# ---- block 1 ----
block_1/wires.png
Scale bar: 50 um. Only two layers are drawn.
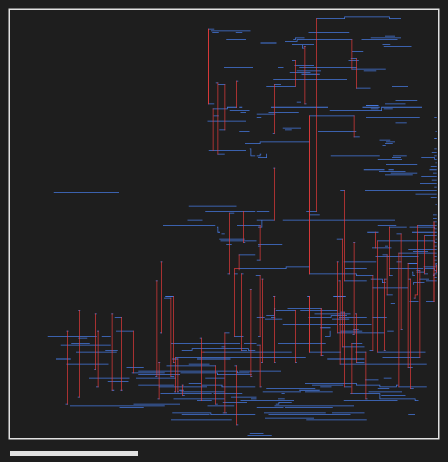

File: config.mk
export PLATFORM = sky130hd
export DESIGN_NAME = dw3_22_calc
export DESIGN_NICKNAME = d
export VERILOG_FILES = /design/src/rtl/dw3_22_calc_pkg.sv /design/src/rtl/dw3_22_calc_qmul_sat.sv /design/src/rtl/dw3_22_calc.sv
export SDC_FILE = /design/constraint.sdc
export NUM_CORES = 1
export LEC_CHECK = 0
export CAP_MARGIN = 15
export CORE_UTILIZATION = 58
export DETAILED_ROUTE_END_ITERATION = 10
export PLACE_DENSITY = 0.87
export SLEW_MARGIN = 20
export SYNTH_ARGS = -nofsm -noshare
export SYNTH_HDL_FRONTEND = slang
export SYNTH_SLANG_ARGS = --single-unit
File: constraint.sdc
create_clock -name clk -period 7.07 [get_ports clk]
set_input_delay 2.121 -clock clk [delete_from_list [all_inputs] [get_ports clk]]
set_output_delay 2.121 -clock clk [all_outputs]
set_load 0.05 [all_outputs]
File: src/rtl/dw3_22_calc_pkg.sv
// Shared Q6.10 constants, saturation helper and FSM state encoding for dw3_22_calc.
package dw3_22_calc_pkg;

    localparam int FRAC_BITS = 10;
    localparam logic signed [15:0] Q_MAX = 16'sh7FFF;
    localparam logic signed [15:0] Q_MIN = 16'sh8000;

    typedef enum logic [1:0] {
        IDLE  = 2'd0,
        MUL   = 2'd1,
        SCALE = 2'd2,
        ACC   = 2'd3
    } state_e;

    // Clamp a 32-bit signed value into the signed 16-bit Q6.10 range.
    function automatic logic signed [15:0] sat16(input logic signed [31:0] v);
        logic signed [15:0] r;
        if (v > 32'sh0000_7FFF) begin
            r = Q_MAX;
        end else if (v < 32'shFFFF_8000) begin
            r = Q_MIN;
        end else begin
            r = v[15:0];
        end
        return r;
    endfunction

endpackage

File: src/rtl/dw3_22_calc_qmul_sat.sv
// Combinational Q6.10 multiply: full product, floor shift by FRAC_BITS, saturate to 16 bits.
module qmul_sat
    import dw3_22_calc_pkg::*;
(
    input  logic signed [15:0] a_i,
    input  logic signed [15:0] b_i,
    output logic signed [15:0] p_o
);

    logic signed [31:0] prod_s;
    logic signed [31:0] shift_s;

    // Arithmetic shift floors toward minus infinity, so negative results never round up.
    assign prod_s  = a_i * b_i;
    assign shift_s = prod_s >>> FRAC_BITS;
    assign p_o     = sat16(shift_s);

endmodule

File: src/rtl/dw3_22_calc.sv
// Delta-weight generator for w3_22: dw = -ETA * delta3_2 * a2_2, accumulated over BATCH samples.
module dw3_22_calc
    import dw3_22_calc_pkg::*;
#(
    parameter logic signed [15:0] ETA   = 16'sh0200,
    parameter int                 BATCH = 1
) (
    input  logic        clk,
    input  logic        reset,
    input  logic        valid_in,
    output logic        ready_in,
    input  logic [15:0] delta3_2,
    input  logic [15:0] a2_2,
    input  logic        flush,
    output logic [15:0] dw3_22,
    output logic        select_update,
    output logic [7:0]  count
);

    localparam logic [7:0] BATCH_C = 8'(BATCH);

    state_e             state_q, state_d;
    logic signed [15:0] delta_q, delta_d;
    logic signed [15:0] a_q, a_d;
    logic signed [15:0] p1_q, p1_d;
    logic signed [15:0] p2_q, p2_d;
    logic signed [23:0] acc_q, acc_d;
    logic [7:0]         count_q, count_d;
    logic [15:0]        dw_q, dw_d;
    logic               sel_q, sel_d;
    logic               ready_q, ready_d;

    logic signed [15:0] mul_s;
    logic signed [15:0] scale_s;
    logic signed [15:0] p2_neg_s;
    logic signed [23:0] acc_new_s;

    qmul_sat u_mul (
        .a_i (delta_q),
        .b_i (a_q),
        .p_o (mul_s)
    );

    qmul_sat u_scale (
        .a_i (p1_q),
        .b_i (ETA),
        .p_o (scale_s)
    );

    // Negation of the most negative value saturates instead of wrapping back to itself.
    assign p2_neg_s  = (p2_q == Q_MIN) ? Q_MAX : -p2_q;
    assign acc_new_s = acc_q + {{8{p2_neg_s[15]}}, p2_neg_s};

    // Next-state, datapath and update-pulse logic for the four-phase sample pipeline.
    always_comb begin
        state_d = state_q;
        delta_d = delta_q;
        a_d     = a_q;
        p1_d    = p1_q;
        p2_d    = p2_q;
        acc_d   = acc_q;
        count_d = count_q;
        dw_d    = dw_q;
        sel_d   = 1'b0;
        case (state_q)
            IDLE: begin
                if (valid_in) begin
                    delta_d = delta3_2;
                    a_d     = a2_2;
                    state_d = MUL;
                end else if (flush && (count_q != 8'd0)) begin
                    dw_d    = sat16({{8{acc_q[23]}}, acc_q});
                    sel_d   = 1'b1;
                    acc_d   = 24'sd0;
                    count_d = 8'd0;
                end else begin
                    state_d = IDLE;
                end
            end
            MUL: begin
                p1_d    = mul_s;
                state_d = SCALE;
            end
            SCALE: begin
                p2_d    = scale_s;
                state_d = ACC;
            end
            ACC: begin
                state_d = IDLE;
                if ((count_q + 8'd1) == BATCH_C) begin
                    dw_d    = sat16({{8{acc_new_s[23]}}, acc_new_s});
                    sel_d   = 1'b1;
                    acc_d   = 24'sd0;
                    count_d = 8'd0;
                end else begin
                    acc_d   = acc_new_s;
                    count_d = count_q + 8'd1;
                end
            end
            default: begin
                state_d = IDLE;
            end
        endcase
        ready_d = (state_d == IDLE);
    end

    // State and datapath registers with synchronous reset; a partial batch is dropped on reset.
    always_ff @(posedge clk) begin
        if (reset) begin
            state_q <= IDLE;
            delta_q <= 16'sd0;
            a_q     <= 16'sd0;
            p1_q    <= 16'sd0;
            p2_q    <= 16'sd0;
            acc_q   <= 24'sd0;
            count_q <= 8'd0;
            dw_q    <= 16'd0;
            sel_q   <= 1'b0;
            ready_q <= 1'b1;
        end else begin
            state_q <= state_d;
            delta_q <= delta_d;
            a_q     <= a_d;
            p1_q    <= p1_d;
            p2_q    <= p2_d;
            acc_q   <= acc_d;
            count_q <= count_d;
            dw_q    <= dw_d;
            sel_q   <= sel_d;
            ready_q <= ready_d;
        end
    end

    assign ready_in      = ready_q;
    assign dw3_22        = dw_q;
    assign select_update = sel_q;
    assign count         = count_q;

endmodule

# ---- block 2 ----
`src/rtl/exibidor_sequencia.sv`:
```
// Sequence playback for the Genius game: walks the sequence memory from address 0
// to the latched limit, showing each word on the LEDs followed by a dark gap.
module exibidor_sequencia #(
    parameter int T_ACESO   = 4,
    parameter int T_APAGADO = 2,
    parameter int ADDR_W    = 4,
    parameter int LED_W     = 4
) (
    input  logic              clock,
    input  logic              reset,
    input  logic              iniciar,
    input  logic              cancelar,
    input  logic [ADDR_W-1:0] limite,
    input  logic [LED_W-1:0]  dado_memoria,
    output logic [ADDR_W-1:0] endereco,
    output logic [LED_W-1:0]  leds,
    output logic              pronto,
    output logic [3:0]        db_estado
);

    typedef enum logic [3:0] {
        INICIAL = 4'd0,
        PREPARA = 4'd1,
        ESPERA  = 4'd2,
        MOSTRA  = 4'd3,
        APAGA   = 4'd4,
        PROXIMO = 4'd5,
        FIM     = 4'd6
    } estado_t;

    localparam int T_MAX = (T_ACESO > T_APAGADO) ? T_ACESO : T_APAGADO;
    localparam int TMR_W = (T_MAX > 1) ? $clog2(T_MAX) : 1;
    localparam logic [TMR_W-1:0] ULT_ACESO   = TMR_W'(T_ACESO - 1);
    localparam logic [TMR_W-1:0] ULT_APAGADO = TMR_W'(T_APAGADO - 1);

    estado_t           estado_reg;
    logic [TMR_W-1:0]  timer_reg;
    logic [ADDR_W-1:0] limite_reg;

    assign db_estado = estado_reg;

    always_ff @(posedge clock or posedge reset) begin
        if (reset) begin
            estado_reg <= INICIAL;
            timer_reg  <= '0;
            limite_reg <= '0;
            endereco   <= '0;
            leds       <= '0;
            pronto     <= 1'b0;
        end else if (cancelar) begin
            // Abort wins over every transition, including the FIM pulse.
            estado_reg <= INICIAL;
            timer_reg  <= '0;
            endereco   <= '0;
            leds       <= '0;
            pronto     <= 1'b0;
        end else begin
            pronto <= 1'b0;
            case (estado_reg)
                INICIAL: begin
                    leds <= '0;
                    if (iniciar) begin
                        estado_reg <= PREPARA;
                        endereco   <= '0;
                        timer_reg  <= '0;
                    end
                end
                PREPARA: begin
                    // Address 0 is already on the bus, so the read lands in ESPERA.
                    limite_reg <= limite;
                    timer_reg  <= '0;
                    estado_reg <= ESPERA;
                end
                ESPERA: begin
                    leds       <= dado_memoria;
                    timer_reg  <= '0;
                    estado_reg <= MOSTRA;
                end
                MOSTRA: begin
                    if (timer_reg == ULT_ACESO) begin
                        leds       <= '0;
                        timer_reg  <= '0;
                        estado_reg <= APAGA;
                    end else begin
                        timer_reg <= timer_reg + TMR_W'(1);
                    end
                end
                APAGA: begin
                    if (timer_reg == ULT_APAGADO) begin
                        timer_reg <= '0;
                        // The limit compare exits before the address could wrap.
                        if (endereco == limite_reg) begin
                            estado_reg <= FIM;
                            pronto     <= 1'b1;
                        end else begin
                            estado_reg <= PROXIMO;
                            endereco   <= endereco + ADDR_W'(1);
                        end
                    end else begin
                        timer_reg <= timer_reg + TMR_W'(1);
                    end
                end
                PROXIMO: begin
                    estado_reg <= ESPERA;
                end
                FIM: begin
                    estado_reg <= INICIAL;
                end
                default: begin
                    estado_reg <= INICIAL;
                    timer_reg  <= '0;
                    leds       <= '0;
                end
            endcase
        end
    end

endmodule

```
`config.mk`:
```
export PLATFORM = sky130hd
export DESIGN_NAME = exibidor_sequencia
export DESIGN_NICKNAME = d
export VERILOG_FILES = /design/src/rtl/exibidor_sequencia.sv
export SDC_FILE = /design/constraint.sdc
export NUM_CORES = 1
export LEC_CHECK = 0
export ABC_AREA = 1
export ABC_CLOCK_PERIOD_IN_PS = 1700
export CORE_MARGIN = 4
export CORE_UTILIZATION = 48
export DETAILED_ROUTE_END_ITERATION = 16
export GPL_ROUTABILITY_DRIVEN = 0
export GPL_TIMING_DRIVEN = 0
export PLACE_DENSITY_LB_ADDON = 0.05
export SETUP_SLACK_MARGIN = 0.15
export SLEW_MARGIN = 5
export SYNTH_ARGS = -nofsm -noshare
export SYNTH_HDL_FRONTEND = slang
export SYNTH_SLANG_ARGS = --single-unit
```
`constraint.sdc`:
```
create_clock -name clock -period 1.7 [get_ports clock]
set_input_delay 0.34 -clock clock [delete_from_list [all_inputs] [get_ports clock]]
set_output_delay 0.34 -clock clock [all_outputs]
set_load 0.01 [all_outputs]
```
# ---- block 3 ----
==> src/rtl/multicycle_controller_pkg.sv <==
// Shared types and encodings for the multicycle RISC-V control FSM.
// MC_JAL_EN adds the JAL state and J-type immediate selection.
package multicycle_controller_pkg;

  typedef enum logic [3:0] {
    S_FETCH,
    S_DECODE,
    S_MEMADR,
    S_MEMREAD,
    S_MEMWB,
    S_MEMWRITE,
    S_EXECR,
    S_EXECI,
    S_ALUWB,
    S_BEQ
`ifdef MC_JAL_EN
    ,
    S_JAL
`endif
  } state_t;

  localparam logic [6:0] OP_LW  = 7'b0000011;
  localparam logic [6:0] OP_SW  = 7'b0100011;
  localparam logic [6:0] OP_R   = 7'b0110011;
  localparam logic [6:0] OP_I   = 7'b0010011;
  localparam logic [6:0] OP_BEQ = 7'b1100011;
  localparam logic [6:0] OP_JAL = 7'b1101111;

  localparam logic [1:0] RES_ALUOUT = 2'b00;
  localparam logic [1:0] RES_READ   = 2'b01;
  localparam logic [1:0] RES_ALU    = 2'b10;

  localparam logic [1:0] SRCA_PC    = 2'b00;
  localparam logic [1:0] SRCA_OLDPC = 2'b01;
  localparam logic [1:0] SRCA_RS1   = 2'b10;

  localparam logic [1:0] SRCB_RS2  = 2'b00;
  localparam logic [1:0] SRCB_IMM  = 2'b01;
  localparam logic [1:0] SRCB_FOUR = 2'b10;

  localparam logic [1:0] ALU_ADD   = 2'b00;
  localparam logic [1:0] ALU_SUB   = 2'b01;
  localparam logic [1:0] ALU_FUNCT = 2'b10;

  localparam logic [1:0] IMM_I = 2'b00;
  localparam logic [1:0] IMM_S = 2'b01;
  localparam logic [1:0] IMM_B = 2'b10;
  localparam logic [1:0] IMM_J = 2'b11;

endpackage

==> src/rtl/multicycle_controller_imm_src_decoder.sv <==
// Opcode to immediate-format select; pure combinational.
// J format only exists when MC_JAL_EN is defined.
module imm_src_decoder
  import multicycle_controller_pkg::*;
(
  input  logic [6:0] op,
  output logic [1:0] imm_src
);

  always_comb begin
    imm_src = IMM_I;
    unique case (1'b1)
      (op == OP_SW):  imm_src = IMM_S;
      (op == OP_BEQ): imm_src = IMM_B;
`ifdef MC_JAL_EN
      (op == OP_JAL): imm_src = IMM_J;
`endif
      default:        imm_src = IMM_I;
    endcase
  end

endmodule

==> src/rtl/multicycle_controller.sv <==
// Multicycle RISC-V control FSM (lw/sw/R/I/beq, optional jal).
// Define MC_JAL_EN to enable the JAL path; otherwise jal is illegal.
module multicycle_controller
  import multicycle_controller_pkg::*;
(
  input  logic       clk,
  input  logic       rst,
  input  logic [6:0] op,
  input  logic       zero,
  input  logic       mem_ready,
  output logic       pc_write,
  output logic       adr_src,
  output logic       ir_write,
  output logic       mem_write,
  output logic       reg_write,
  output logic [1:0] result_src,
  output logic [1:0] alu_src_a,
  output logic [1:0] alu_src_b,
  output logic [1:0] alu_op,
  output logic [1:0] imm_src,
  output logic       illegal_op
);

  state_t state_q, state_d;

  imm_src_decoder u_imm (
    .op      (op),
    .imm_src (imm_src)
  );

  always_ff @(posedge clk or posedge rst) begin
    if (rst) state_q <= S_FETCH;
    else     state_q <= state_d;
  end

  always_comb begin
    state_d    = state_q;
    pc_write   = 1'b0;
    adr_src    = 1'b0;
    ir_write   = 1'b0;
    mem_write  = 1'b0;
    reg_write  = 1'b0;
    result_src = RES_ALUOUT;
    alu_src_a  = SRCA_PC;
    alu_src_b  = SRCB_RS2;
    alu_op     = ALU_ADD;
    illegal_op = 1'b0;

    case (state_q)
      S_FETCH: begin
        alu_src_b  = SRCB_FOUR;
        result_src = RES_ALU;
        ir_write   = mem_ready;
        pc_write   = mem_ready;
        if (mem_ready) state_d = S_DECODE;
      end
      S_DECODE: begin
        alu_src_a = SRCA_OLDPC;
        alu_src_b = SRCB_IMM;
        unique case (1'b1)
          (op == OP_LW || op == OP_SW): state_d = S_MEMADR;
          (op == OP_R):   state_d = S_EXECR;
          (op == OP_I):   state_d = S_EXECI;
          (op == OP_BEQ): state_d = S_BEQ;
`ifdef MC_JAL_EN
          (op == OP_JAL): state_d = S_JAL;
`endif
          default: begin
            state_d    = S_FETCH;
            illegal_op = 1'b1;
          end
        endcase
      end
      S_MEMADR: begin
        alu_src_a = SRCA_RS1;
        alu_src_b = SRCB_IMM;
        state_d   = (op == OP_SW) ? S_MEMWRITE : S_MEMREAD;
      end
      S_MEMREAD: begin
        adr_src = 1'b1;
        if (mem_ready) state_d = S_MEMWB;
      end
      S_MEMWB: begin
        result_src = RES_READ;
        reg_write  = 1'b1;
        state_d    = S_FETCH;
      end
      S_MEMWRITE: begin
        adr_src   = 1'b1;
        mem_write = 1'b1;
        if (mem_ready) state_d = S_FETCH;
      end
      S_EXECR: begin
        alu_src_a = SRCA_RS1;
        alu_src_b = SRCB_RS2;
        alu_op    = ALU_FUNCT;
        state_d   = S_ALUWB;
      end
      S_EXECI: begin
        alu_src_a = SRCA_RS1;
        alu_src_b = SRCB_IMM;
        alu_op    = ALU_FUNCT;
        state_d   = S_ALUWB;
      end
      S_ALUWB: begin
        reg_write = 1'b1;
        state_d   = S_FETCH;
      end
      S_BEQ: begin
        alu_src_a = SRCA_RS1;
        alu_src_b = SRCB_RS2;
        alu_op    = ALU_SUB;
        pc_write  = zero;
        state_d   = S_FETCH;
      end
`ifdef MC_JAL_EN
      S_JAL: begin
        alu_src_a = SRCA_OLDPC;
        alu_src_b = SRCB_FOUR;
        pc_write  = 1'b1;
        state_d   = S_ALUWB;
      end
`endif
      default: state_d = S_FETCH;
    endcase

    // Strobes stay quiet for the whole reset window, not just after the edge.
    if (rst) begin
      pc_write   = 1'b0;
      ir_write   = 1'b0;
      mem_write  = 1'b0;
      reg_write  = 1'b0;
      illegal_op = 1'b0;
    end
  end

endmodule
==> config.mk <==
export PLATFORM = sky130hd
export DESIGN_NAME = multicycle_controller
export DESIGN_NICKNAME = d
export VERILOG_FILES = /design/src/rtl/multicycle_controller_pkg.sv /design/src/rtl/multicycle_controller_imm_src_decoder.sv /design/src/rtl/multicycle_controller.sv
export SDC_FILE = /design/constraint.sdc
export NUM_CORES = 1
export LEC_CHECK = 0
export CELL_PAD_IN_SITES_DETAIL_PLACEMENT = 1
export CELL_PAD_IN_SITES_GLOBAL_PLACEMENT = 1
export CORE_MARGIN = 3
export CORE_UTILIZATION = 25
export DETAILED_ROUTE_END_ITERATION = 8
export GPL_TIMING_DRIVEN = 0
export PLACE_DENSITY_LB_ADDON = 0.2
export SETUP_SLACK_MARGIN = 0.3
export SYNTH_ARGS = -nofsm -noshare
export SYNTH_HDL_FRONTEND = slang
export SYNTH_SLANG_ARGS = --single-unit
==> constraint.sdc <==
create_clock -name clk -period 2.19 [get_ports clk]
set_input_delay 0.438 -clock clk [delete_from_list [all_inputs] [get_ports clk]]
set_output_delay 0.438 -clock clk [all_outputs]
set_load 0.01 [all_outputs]
# ---- block 4 ----
--- src/rtl/jtkiwi_gfxslot_if.sv ---
// Bus bundle for the one-word graphics cache slot: client read port plus SDRAM read port.
// The slave modport is the slot's view; the master modport drives client and memory inputs.
interface jtkiwi_gfxslot_if;
    logic [19:2] addr;
    logic        cs;
    logic [31:0] data;
    logic        ok;
    logic [19:1] mem_addr;
    logic        mem_req;
    logic        mem_ack;
    logic        mem_rdy;
    logic [15:0] mem_din;

    modport slave (
        input  addr, cs, mem_ack, mem_rdy, mem_din,
        output data, ok, mem_addr, mem_req
    );

    modport master (
        output addr, cs, mem_ack, mem_rdy, mem_din,
        input  data, ok, mem_addr, mem_req
    );
endinterface

--- src/rtl/jtkiwi_gfxslot.sv ---
// One-entry 32-bit read cache between a graphics client and a 16-bit SDRAM port.
// A miss fetches two 16-bit beats; a started fetch always runs to completion.
module jtkiwi_gfxslot #(
    parameter bit SWAB = 1'b0
) (
    input  logic              clk,
    input  logic              rst,
    jtkiwi_gfxslot_if.slave   bus
);

    typedef enum logic [1:0] {IDLE, REQ, BEAT0, BEAT1} state_t;

    state_t      st, st_nx;
    logic [19:2] tag, tag_nx;
    logic [19:2] pend, pend_nx;
    logic        valid, valid_nx;
    logic        req, req_nx;
    logic [31:0] cache, cache_nx;
    logic        hit;

    // Place a 16-bit beat into the upper or lower half of the cached word.
    function automatic logic [31:0] put_half(
        input logic [31:0] word,
        input logic [15:0] din,
        input logic        upper
    );
        logic [31:0] res;
        res = word;
        if (upper) res[31:16] = din;
        else       res[15:0]  = din;
        return res;
    endfunction

    assign hit          = bus.cs & valid & (bus.addr == tag);
    assign bus.ok       = hit;
    assign bus.data     = cache;
    assign bus.mem_addr = {pend, 1'b0};
    assign bus.mem_req  = req;

    always_ff @(posedge clk) begin
        if (rst) begin
            st    <= IDLE;
            req   <= 1'b0;
            valid <= 1'b0;
            tag   <= '0;
            pend  <= '0;
            cache <= '0;
        end else begin
            st    <= st_nx;
            req   <= req_nx;
            valid <= valid_nx;
            tag   <= tag_nx;
            pend  <= pend_nx;
            cache <= cache_nx;
        end
    end

    always_comb begin
        st_nx    = st;
        req_nx   = req;
        valid_nx = valid;
        tag_nx   = tag;
        pend_nx  = pend;
        cache_nx = cache;
        unique case (st)
            IDLE: begin
                // valid drops here so ok cannot assert while the word is being refilled
                if (bus.cs && !hit) begin
                    pend_nx  = bus.addr;
                    req_nx   = 1'b1;
                    valid_nx = 1'b0;
                    st_nx    = REQ;
                end
            end
            REQ: begin
                if (bus.mem_ack) begin
                    req_nx = 1'b0;
                    st_nx  = BEAT0;
                end
            end
            BEAT0: begin
                if (bus.mem_rdy) begin
                    cache_nx = put_half(cache, bus.mem_din, SWAB);
                    st_nx    = BEAT1;
                end
            end
            BEAT1: begin
                if (bus.mem_rdy) begin
                    cache_nx = put_half(cache, bus.mem_din, !SWAB);
                    tag_nx   = pend;
                    valid_nx = 1'b1;
                    st_nx    = IDLE;
                end
            end
            default: st_nx = IDLE;
        endcase
    end

endmodule

--- src/flat_wrapper.sv ---
// flat-port wrapper written by rule: the top's interface ports become plain ports
module jtkiwi_gfxslot_flat 
#(
    parameter bit SWAB = 1'b0
)
  (clk, rst, bus_addr, bus_cs, bus_mem_ack, bus_mem_rdy, bus_mem_din, bus_data, bus_ok, bus_mem_addr, bus_mem_req);
  jtkiwi_gfxslot_if bus_i ();
  input  logic clk;
  input  logic rst;
  input wire logic [$bits(bus_i.addr)-1:0] bus_addr;
  input wire logic [$bits(bus_i.cs)-1:0] bus_cs;
  input wire logic [$bits(bus_i.mem_ack)-1:0] bus_mem_ack;
  input wire logic [$bits(bus_i.mem_rdy)-1:0] bus_mem_rdy;
  input wire logic [$bits(bus_i.mem_din)-1:0] bus_mem_din;
  output wire logic [$bits(bus_i.data)-1:0] bus_data;
  output wire logic [$bits(bus_i.ok)-1:0] bus_ok;
  output wire logic [$bits(bus_i.mem_addr)-1:0] bus_mem_addr;
  output wire logic [$bits(bus_i.mem_req)-1:0] bus_mem_req;
  assign bus_i.addr = bus_addr;
  assign bus_i.cs = bus_cs;
  assign bus_i.mem_ack = bus_mem_ack;
  assign bus_i.mem_rdy = bus_mem_rdy;
  assign bus_i.mem_din = bus_mem_din;
  assign bus_data = bus_i.data;
  assign bus_ok = bus_i.ok;
  assign bus_mem_addr = bus_i.mem_addr;
  assign bus_mem_req = bus_i.mem_req;
  jtkiwi_gfxslot #(.SWAB(SWAB)) u_core (.clk(clk), .rst(rst), .bus(bus_i));
endmodule
--- config.mk ---
export PLATFORM = sky130hd
export DESIGN_NAME = jtkiwi_gfxslot_flat
export DESIGN_NICKNAME = d
export VERILOG_FILES = /design/src/rtl/jtkiwi_gfxslot_if.sv /design/src/rtl/jtkiwi_gfxslot.sv /design/src/flat_wrapper.sv
export SDC_FILE = /design/constraint.sdc
export NUM_CORES = 1
export LEC_CHECK = 0
export CORE_MARGIN = 1
export CORE_UTILIZATION = 40
export CTS_CLUSTER_DIAMETER = 100
export DETAILED_ROUTE_END_ITERATION = 8
export PLACE_DENSITY = 0.69
export SYNTH_ARGS = -nofsm -noshare
export SYNTH_HDL_FRONTEND = slang
export SYNTH_SLANG_ARGS = --single-unit
--- constraint.sdc ---
create_clock -name clk -period 2 [get_ports clk]
set_input_delay 0.4 -clock clk [delete_from_list [all_inputs] [get_ports clk]]
set_output_delay 0.4 -clock clk [all_outputs]
set_load 0.01 [all_outputs]

## Gallery

Metal layers overlaid.
panel A
Scale bar: 20 um. Only two layers are drawn.
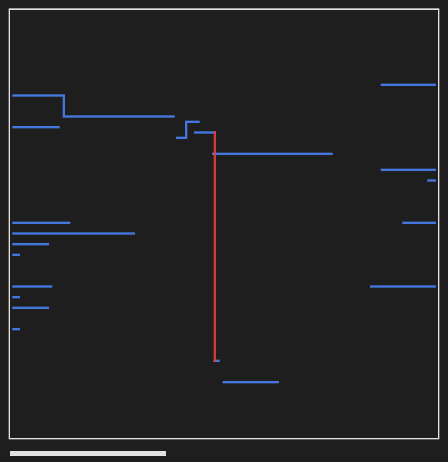
panel B
Scale bar: 10 um. Only two layers are drawn.
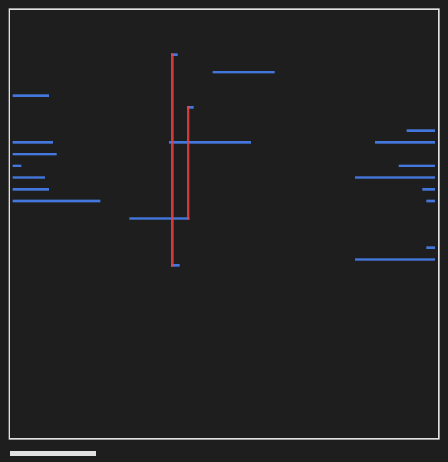
panel C
Scale bar: 20 um. Only two layers are drawn.
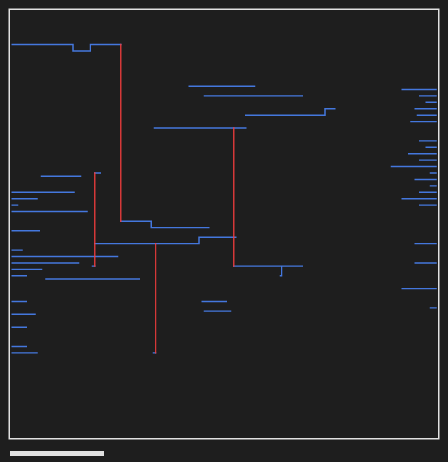
The one with the smallest die is panel B.
Block 2 is panel A.
Block 4 is panel C.
Block 3 is panel B.

Key to panel B:
legend:
  red:
    layer: metal 4
    wire_length: 37.4 um
  blue:
    layer: metal 3
    wire_length: 89.0 um

block_1/congestion.png
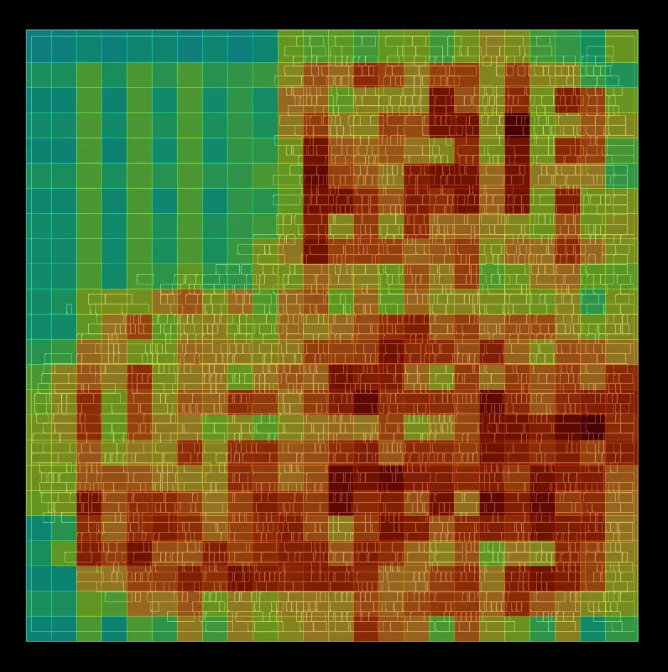
wire per inst: 17.5 um
Final Core Density: 65.9%
met2 Resource Use GR: 51.8%

Notes on block_1/wires.png above:
legend:
  red:
    layer: metal 4
    wire_length: 1780 um
  blue:
    layer: metal 3
    wire_length: 2820 um
detailed-route via count: 13200
post-detailed-routing wire length: 39600 um
combined global-route utilization of all metal layers: 30.1%

==> run summary, block 1 <==
Physical implementation status

The register clock-pin slew on the reported worst setup and hold paths stands at 0.07 ns. The area fraction in and, or, nand and nor cells stands at 17.9%. The arrival time reported for the critical path endpoint stands at 7.18 ns. The number of flip-flops in the largest register stands at 24. The chip area in the Yosys report stands at 15900 um^2. Summed over all nets, the half-perimeter wirelength after detailed placement is 30000 um. The switching power total stands at 1.94 mW.

STA classifies the critical path endpoint as a flip-flop. Per the timing report, the achievable frequency comes out to 146 MHz. The layout report lists the multi-input gate area as 12100 um^2. Per the summary, power density relative to cell area is 232 nW/um^2. Counting both buffers and inverters, the worst setup path holds a total of 5.

In the final design, more cell area goes to combinational gates than to any other class. Max fanout on the critical path was recorded as 10. For this design, Yosys synthesis ends with a cell count of 1864.

Synthesis produced a netlist with a net count of 2271. The power drawn by the combinational cells stands at 2.36 mW. The routed layout reports a DRC error count of 0. Per the CTS log, the maximum H-tree level is 4. The biggest area contributor in the post-synthesis netlist is fa_1.

The run finished with clean final reports. The count of flip-flops with a built-in enable after synthesis stands at 0. After global routing the overflow that remains totals 0. For this run, the slowest stage of the critical path takes 0.56 ns.

Per the OpenROAD floorplan log, the area of the die is 28100 um^2. The largest net degree at the start of global routing stands at 102. The number of buffers created by CTS stands at 17. The count of yosys warnings during synthesis stands at 0. The critical path is of the reg -> reg type.

Measured along the x axis, the die boundary spans 168 um. The group that draws the most power in this run is combinational logic. The worst-case clock skew stands at 0.0130 ns. The number of fill cells in the layout stands at 2009.

The total area of sequential cells stands at 2340 um^2.
## block 1: layer usage
metal / GRT usage [%] / vias up / wire, um
li1: - / 5912 / -
met2: 51.8 / 593 / 19500
met3: 5.93 / 156 / 2820
met5: 0 / - / 0
met4: 14.4 / 0 / 1780
met1: 36.4 / 6499 / 15500
## block 1: final timing paths
path	to	cells after the start	slack, ns	startpoint
setup / recovery	p1_q[13]	23	0.22	delta_q[9]
setup reg to reg	p1_q[13]	23	0.22	delta_q[9]
hold / removal	dw3_22[10]	1	0.48	dw3_22[10]
hold reg to reg	dw3_22[10]	1	0.48	dw3_22[10]
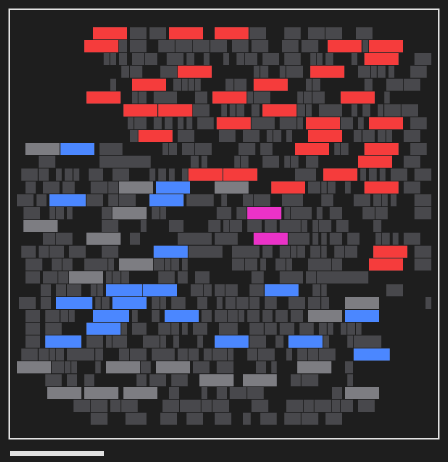
block_4/flops_by_reg.png
Scale bar: 20 um. Other sequential cells in the stronger gray, the rest of the logic in the fainter gray.
legend:
  magenta:
    signal: `u_core.st`
    placed_flops: 2
  blue:
    signal: `u_core.tag`
    placed_flops: 18
  red:
    signal: `u_core.bus.data`
    placed_flops: 32
register area: 1450 um^2
Final Core Density: 61.0%

==> run summary, block 4 <==
Physical implementation status

The flow ran to the end, but the final reports show violations. The checks that failed: setup timing. The met2 global-route usage stands at 33.1%. The commonest cells after synthesis are nand2_1 (76), dfxtp_1 (72), a21oi_1 (51). After synthesis, the largest area contributor takes up 45.9% of total cell area. The most critical setup path has its endpoint at bus_ok. The number of standard cells reported by yosys stands at 372. RePlAce ended its routability-driven mode at a weighted congestion of 0.803. The power drawn by the combinational cells stands at 1.18 mW. The routed wirelength on the met1 layer is recorded as 3440 um.

The number of pins exceeding their max-slew limit in the final report stands at 0. The worst supply voltage drop on vdd stands at 581 uV. The combinational group share of total power stands at 28.7%.

Looking at the post-CTS report, the setup buffer insertion count equals 0. The number of rows created at floorplan stands at 31. The largest net degree at the start of global routing stands at 42. The die is 90.6 um wide.

After synthesis, the cell types taking the most area are dfxtp_1 (46%), nand2_1 (9.1%), a21oi_1 (8.1%). The wire length of the first global-routing pass stands at 12600 um. The count of inserted antenna diode cells stands at 0. In the final design, more cell area goes to combinational gates than to any other class. After routing the design area is 4520 um^2. The sequential cell count stands at 72. The floorplan core density stands at 42.4%. Averaged over all synthesized cells, the footprint is 8.44 um^2. The sequential logic power stands at 1.69 mW. The report puts the cell count of the worst reg-to-reg path at 6. The routed design uses 3740 um of met2 wire.

The setup violation total in the final timing report stands at 1. The total power after layout stands at 4.11 mW. The longest clock path from root to sink contains 2 buffers. For this design the top-level I/O count stands at 92. The arrival time reported for the critical path endpoint stands at 1.84 ns. The final worst-path setup slack stands at -0.236 ns. Clock network power for this build is 1.24 mW. Measured against its own limit, the worst slew margin works out to 58.6%. The worst-case clock skew stands at 0.00804 ns. Cells with a size suffix above 1 make up 11.5% of the layout.

The detailed-route DRC error count stands at 0. The standard cell area after detailed placement stands at 4270 um^2. Sequential cells burn 41.1% of the power. The number of I/O port buffers stands at 90. After detailed routing, the total wire length is 7680 um. The via count of the first global-routing pass stands at 2654.

Per STA, the startpoint of the critical path is bus_addr[16]. The violation tally recorded at the end of detailed-routing iteration 0 is 67. The post-synthesis compound-gate area fraction stands at 10.7%. Looking at the gate-level netlist, the highest instance count belongs to nand2_1. In this run, synthesis inferred 0 flip-flops with an integrated enable.
-- block 4: flip-flops by register name, summed over array words and instances (netlist names) --
signal,flops
u_core.tag,18
u_core.st,2
u_core.bus.mem_req,1
u_core.pend,18
u_core.valid,1
u_core.bus.data,32
-- block 4: critical path, stage by stage --
cell and delay (ns):
dlygate4sd2_1 0.27, xnor2_2 0.20, nand2_1 0.09, or4_4 0.55, nor3_2 0.17, buf_2 0.15
-- block 4: stage by stage --
step	utilization [%]	std cells
6_report	61.0	578
5_1_grt	61.0	578
4_1_cts	60.6	578
3_5_place_dp	57.6	562
3_3_place_gp	57.6	562
2_1_floorplan	-	372
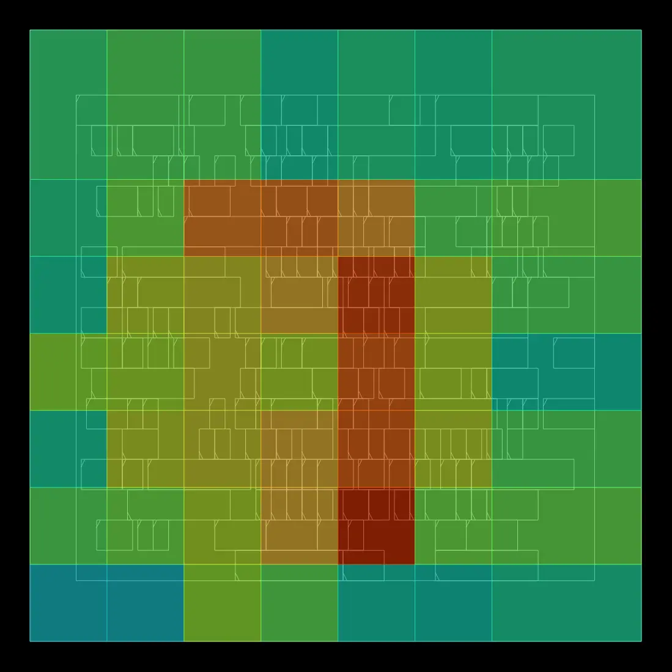
block_2/congestion.png
combined global-route utilization of all metal layers: 18.2%
grt met1 use: 24.1%
met2 Resource Use GR: 29.3%

==> run summary, block 2 <==
Physical implementation status

The run finished with clean final reports. The power report shows net switching accounting for 41.4% of the total. The worst slack on hold paths stands at 0.419 ns. The number of library cell types mapped by synthesis stands at 22.

The flow reports that the clock network draws 18.4% of the design power. The remaining antenna violation count after routing stands at 0. For this run, the number of standard cells in the final layout without fillers is 209. The cell leakage power stands at 0.843 nW. The critical-path maximum fanout stands at 1. Wires add up to 2420 um. Yosys reports the multiplexer fraction of the synthesized area as 0%. The count of multi-input combinational gates stands at 105. The path class of the tightest hold or removal check is in -> async.

The register clock-pin slew on the reported worst setup and hold paths stands at 0.12 ns. The number of endpoints with negative hold slack in the final report stands at 0. The total area of sequential cells stands at 457 um^2.

Buffers added to address setup during post-CTS repair amount to 6. Per the area breakdown, the dominant cell category is combinational gates. For reference, full adder, half adder and majority cells occupy 4.76% of the area reported after synthesis. The netlist area before placement stands at 1050 um^2. By area the synthesized netlist is led by dfrtp_1 (43%), nand2_1 (18%), inv_1 (6.8%). Cell internal power was estimated by the tool at 0.904 mW. The report lists the cells along the critical path as clkdlybuf4s50_1. The floorplan step set the die width to 54.8 um.

The count of yosys warnings during synthesis stands at 0. The floorplan core density stands at 52.0%. The pre-antenna-repair detailed-routing pass consisted of 4 iterations.

All stages included, the depth of the critical timing path comes to 1. The area fraction in and, or, nand and nor cells stands at 36.2%. The proportion of cell area spent on the clock network stands at 2.53%. The maximum root-to-sink buffer count stands at 2. The chip occupies 3000 um^2. The post-synth count of flops with an enable pin is 0. The final route contains 1014 vias.

The global-route congestion overflow total stands at 0. The worst-case clock skew stands at 0.00963 ns. In this run the number of H-tree levels came out at 1. Per the layout report, the design carries 4 clock buffers. Leaving out fill and tap cells, the most frequent cells in the layout are nand2_1 (49), inv_1 (19), nor2_1 (18), dfrtp_1 (13). The detailed-route DRC error count stands at 0. The worst setup path is captured at an output pin. Setup slack on the worst path after placement came out at -0.112 ns. The report lists the number of standard-cell rows as 16. The relative max-transition margin stands at 53.2%.
==> block 2: per-layer routing <==
layer | vias to the layer above | wire length (um) | GRT usage (%)
met5 | - | 0 | 0
met4 | 0 | 29 | 6.22
met3 | 2 | 123 | 3.27
met2 | 23 | 1080 | 29.3
met1 | 467 | 1190 | 24.1
li1 | 522 | - | -
==> block 2: power groups by stage <==
stage	combinational, mW	sequential (mW)	clock (mW)
2_1_floorplan	0.407	0.606	0
3_3_place_gp	0.601	0.596	0
3_5_place_dp	0.622	0.602	0
4_1_cts	0.658	0.576	0.280
5_1_grt	0.765	0.590	0.301
6_report	0.679	0.579	0.284
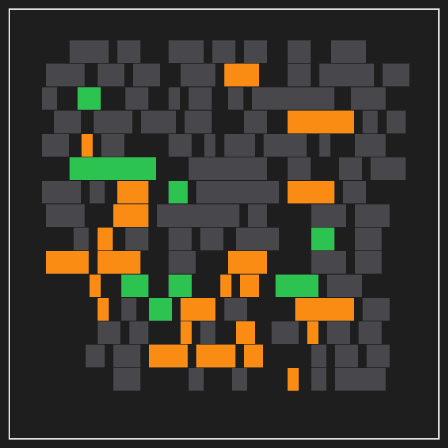
block_3/logic_types.png
legend:
  green:
    family: nand cells
    cells: 8
  orange:
    family: nor cells
    cells: 23
post-route non-filler standard cell count: 134
combinational share of cell area: 46.2%

==> run summary, block 3 <==
Physical implementation status

The flow ran to the end, and the final reports show no timing, DRC or antenna violations. The average wire per standard cell stands at 18.4 um. Looking at the reg2reg group, the worst path ends at state_q[0]. The async set-reset flop share out of synthesis stands at 100%. In this run the number of H-tree levels came out at 1.

The violation tally from detailed-route iteration zero stands at 16. Setup repair after global routing could not meet its margin everywhere. The area fraction in and, or, nand and nor cells stands at 48.2%.

In this run the deepest clock path goes through 2 buffers. After detailed routing, the met2 layer carries 1340 um of wire. In the final layout, the registers with the most flip-flops are state_q x4. The net count after synthesis is 74. The proportion of cell area spent on the clock network stands at 2.12%.

The first global-routing pass estimated 3330 um of wire. The library cells used most frequently in the layout, excluding fill and tap cells, are buf_4 (15), buf_6 (9), dlygate4sd2_1 (8), nor2_1 (7), buf_2 (5). Among all stages on the critical path, the maximum delay recorded is 0.44 ns. Total power normalized to cell area comes to 705 nW/um^2. The number of nets in the final layout stands at 122. Row generation in the floorplan step produced 15 rows. The critical-path maximum fanout stands at 3. Looking at the power breakdown, combinational cells take 71.3% of the total. Power attributed to the clock group is 0.0983 mW. At the pin with the least slew margin, the transition time is 0.417 ns. The switching power as a share of total power stands at 41.9%. Listed in order, past its start point the critical path passes buf_4, nor4b_2, or3_1, clkbuf_2. The number of violations of the max-capacitance limit stands at 0. The count of instances resized after the clock tree is built stands at 68.

The mapped netlist covers 478 um^2. The core box area stands at 1760 um^2. The congestion estimate from routability-driven global placement came to 0.742. Counting the clock-network buffers in the layout gives 3. The number of library cell types mapped by synthesis stands at 33. The register with the most flip-flops in the layout has 4 of them. STA classifies the critical path startpoint as a flip-flop. The length of routed met3 wiring stands at 89 um. After synthesis, the largest family of logic cells by area is simple AND/OR/NAND/NOR gates.

The launch point of the worst register-to-register path is recorded as state_q[1]. In this run, the clock network consumes 13.1% of the power. Hold is met by 0.322 ns.
==> block 3: metrics by stage <==
stage,setup WS [ns],utilization [%],setup TNS (ns)
2_1_floorplan,0.388,-,0
3_3_place_gp,-0.411,43.6,-1.16
3_5_place_dp,-0.410,43.6,-1.20
4_1_cts,0.0950,52.8,0
5_1_grt,0.149,60.2,0
6_report,0.190,60.2,0
==> block 3: worst max-delay path, delay by kind of cell, from the launching register on <==
family	cells	cell delay (ns)
flip-flops	1	0.41
AND/OR/NAND/NOR	2	0.62
buffers and inverters	2	0.29


==> layout pictures side by side <==
Logic cells by family.
picture 1
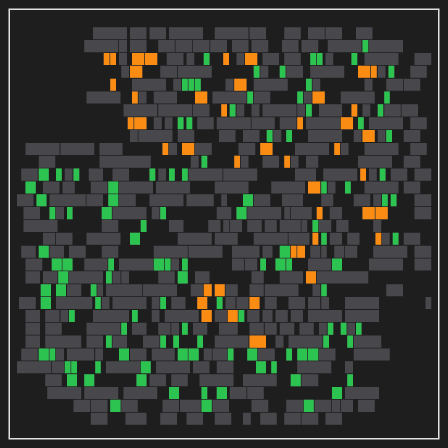
picture 2
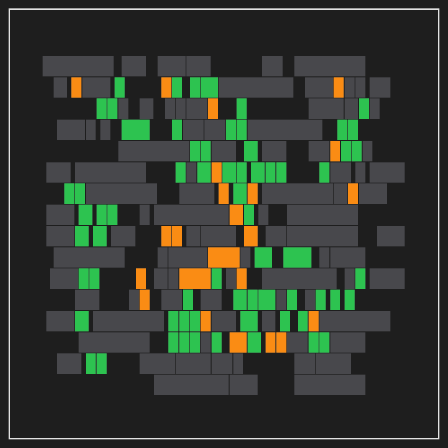
picture 3
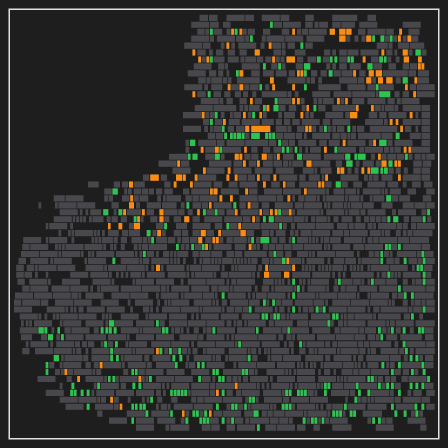
The one with the fewest cells is picture 2.
picture 1: block 4
picture 3: block 1
picture 2: block 2

Power and IR drop assume default switching activity.
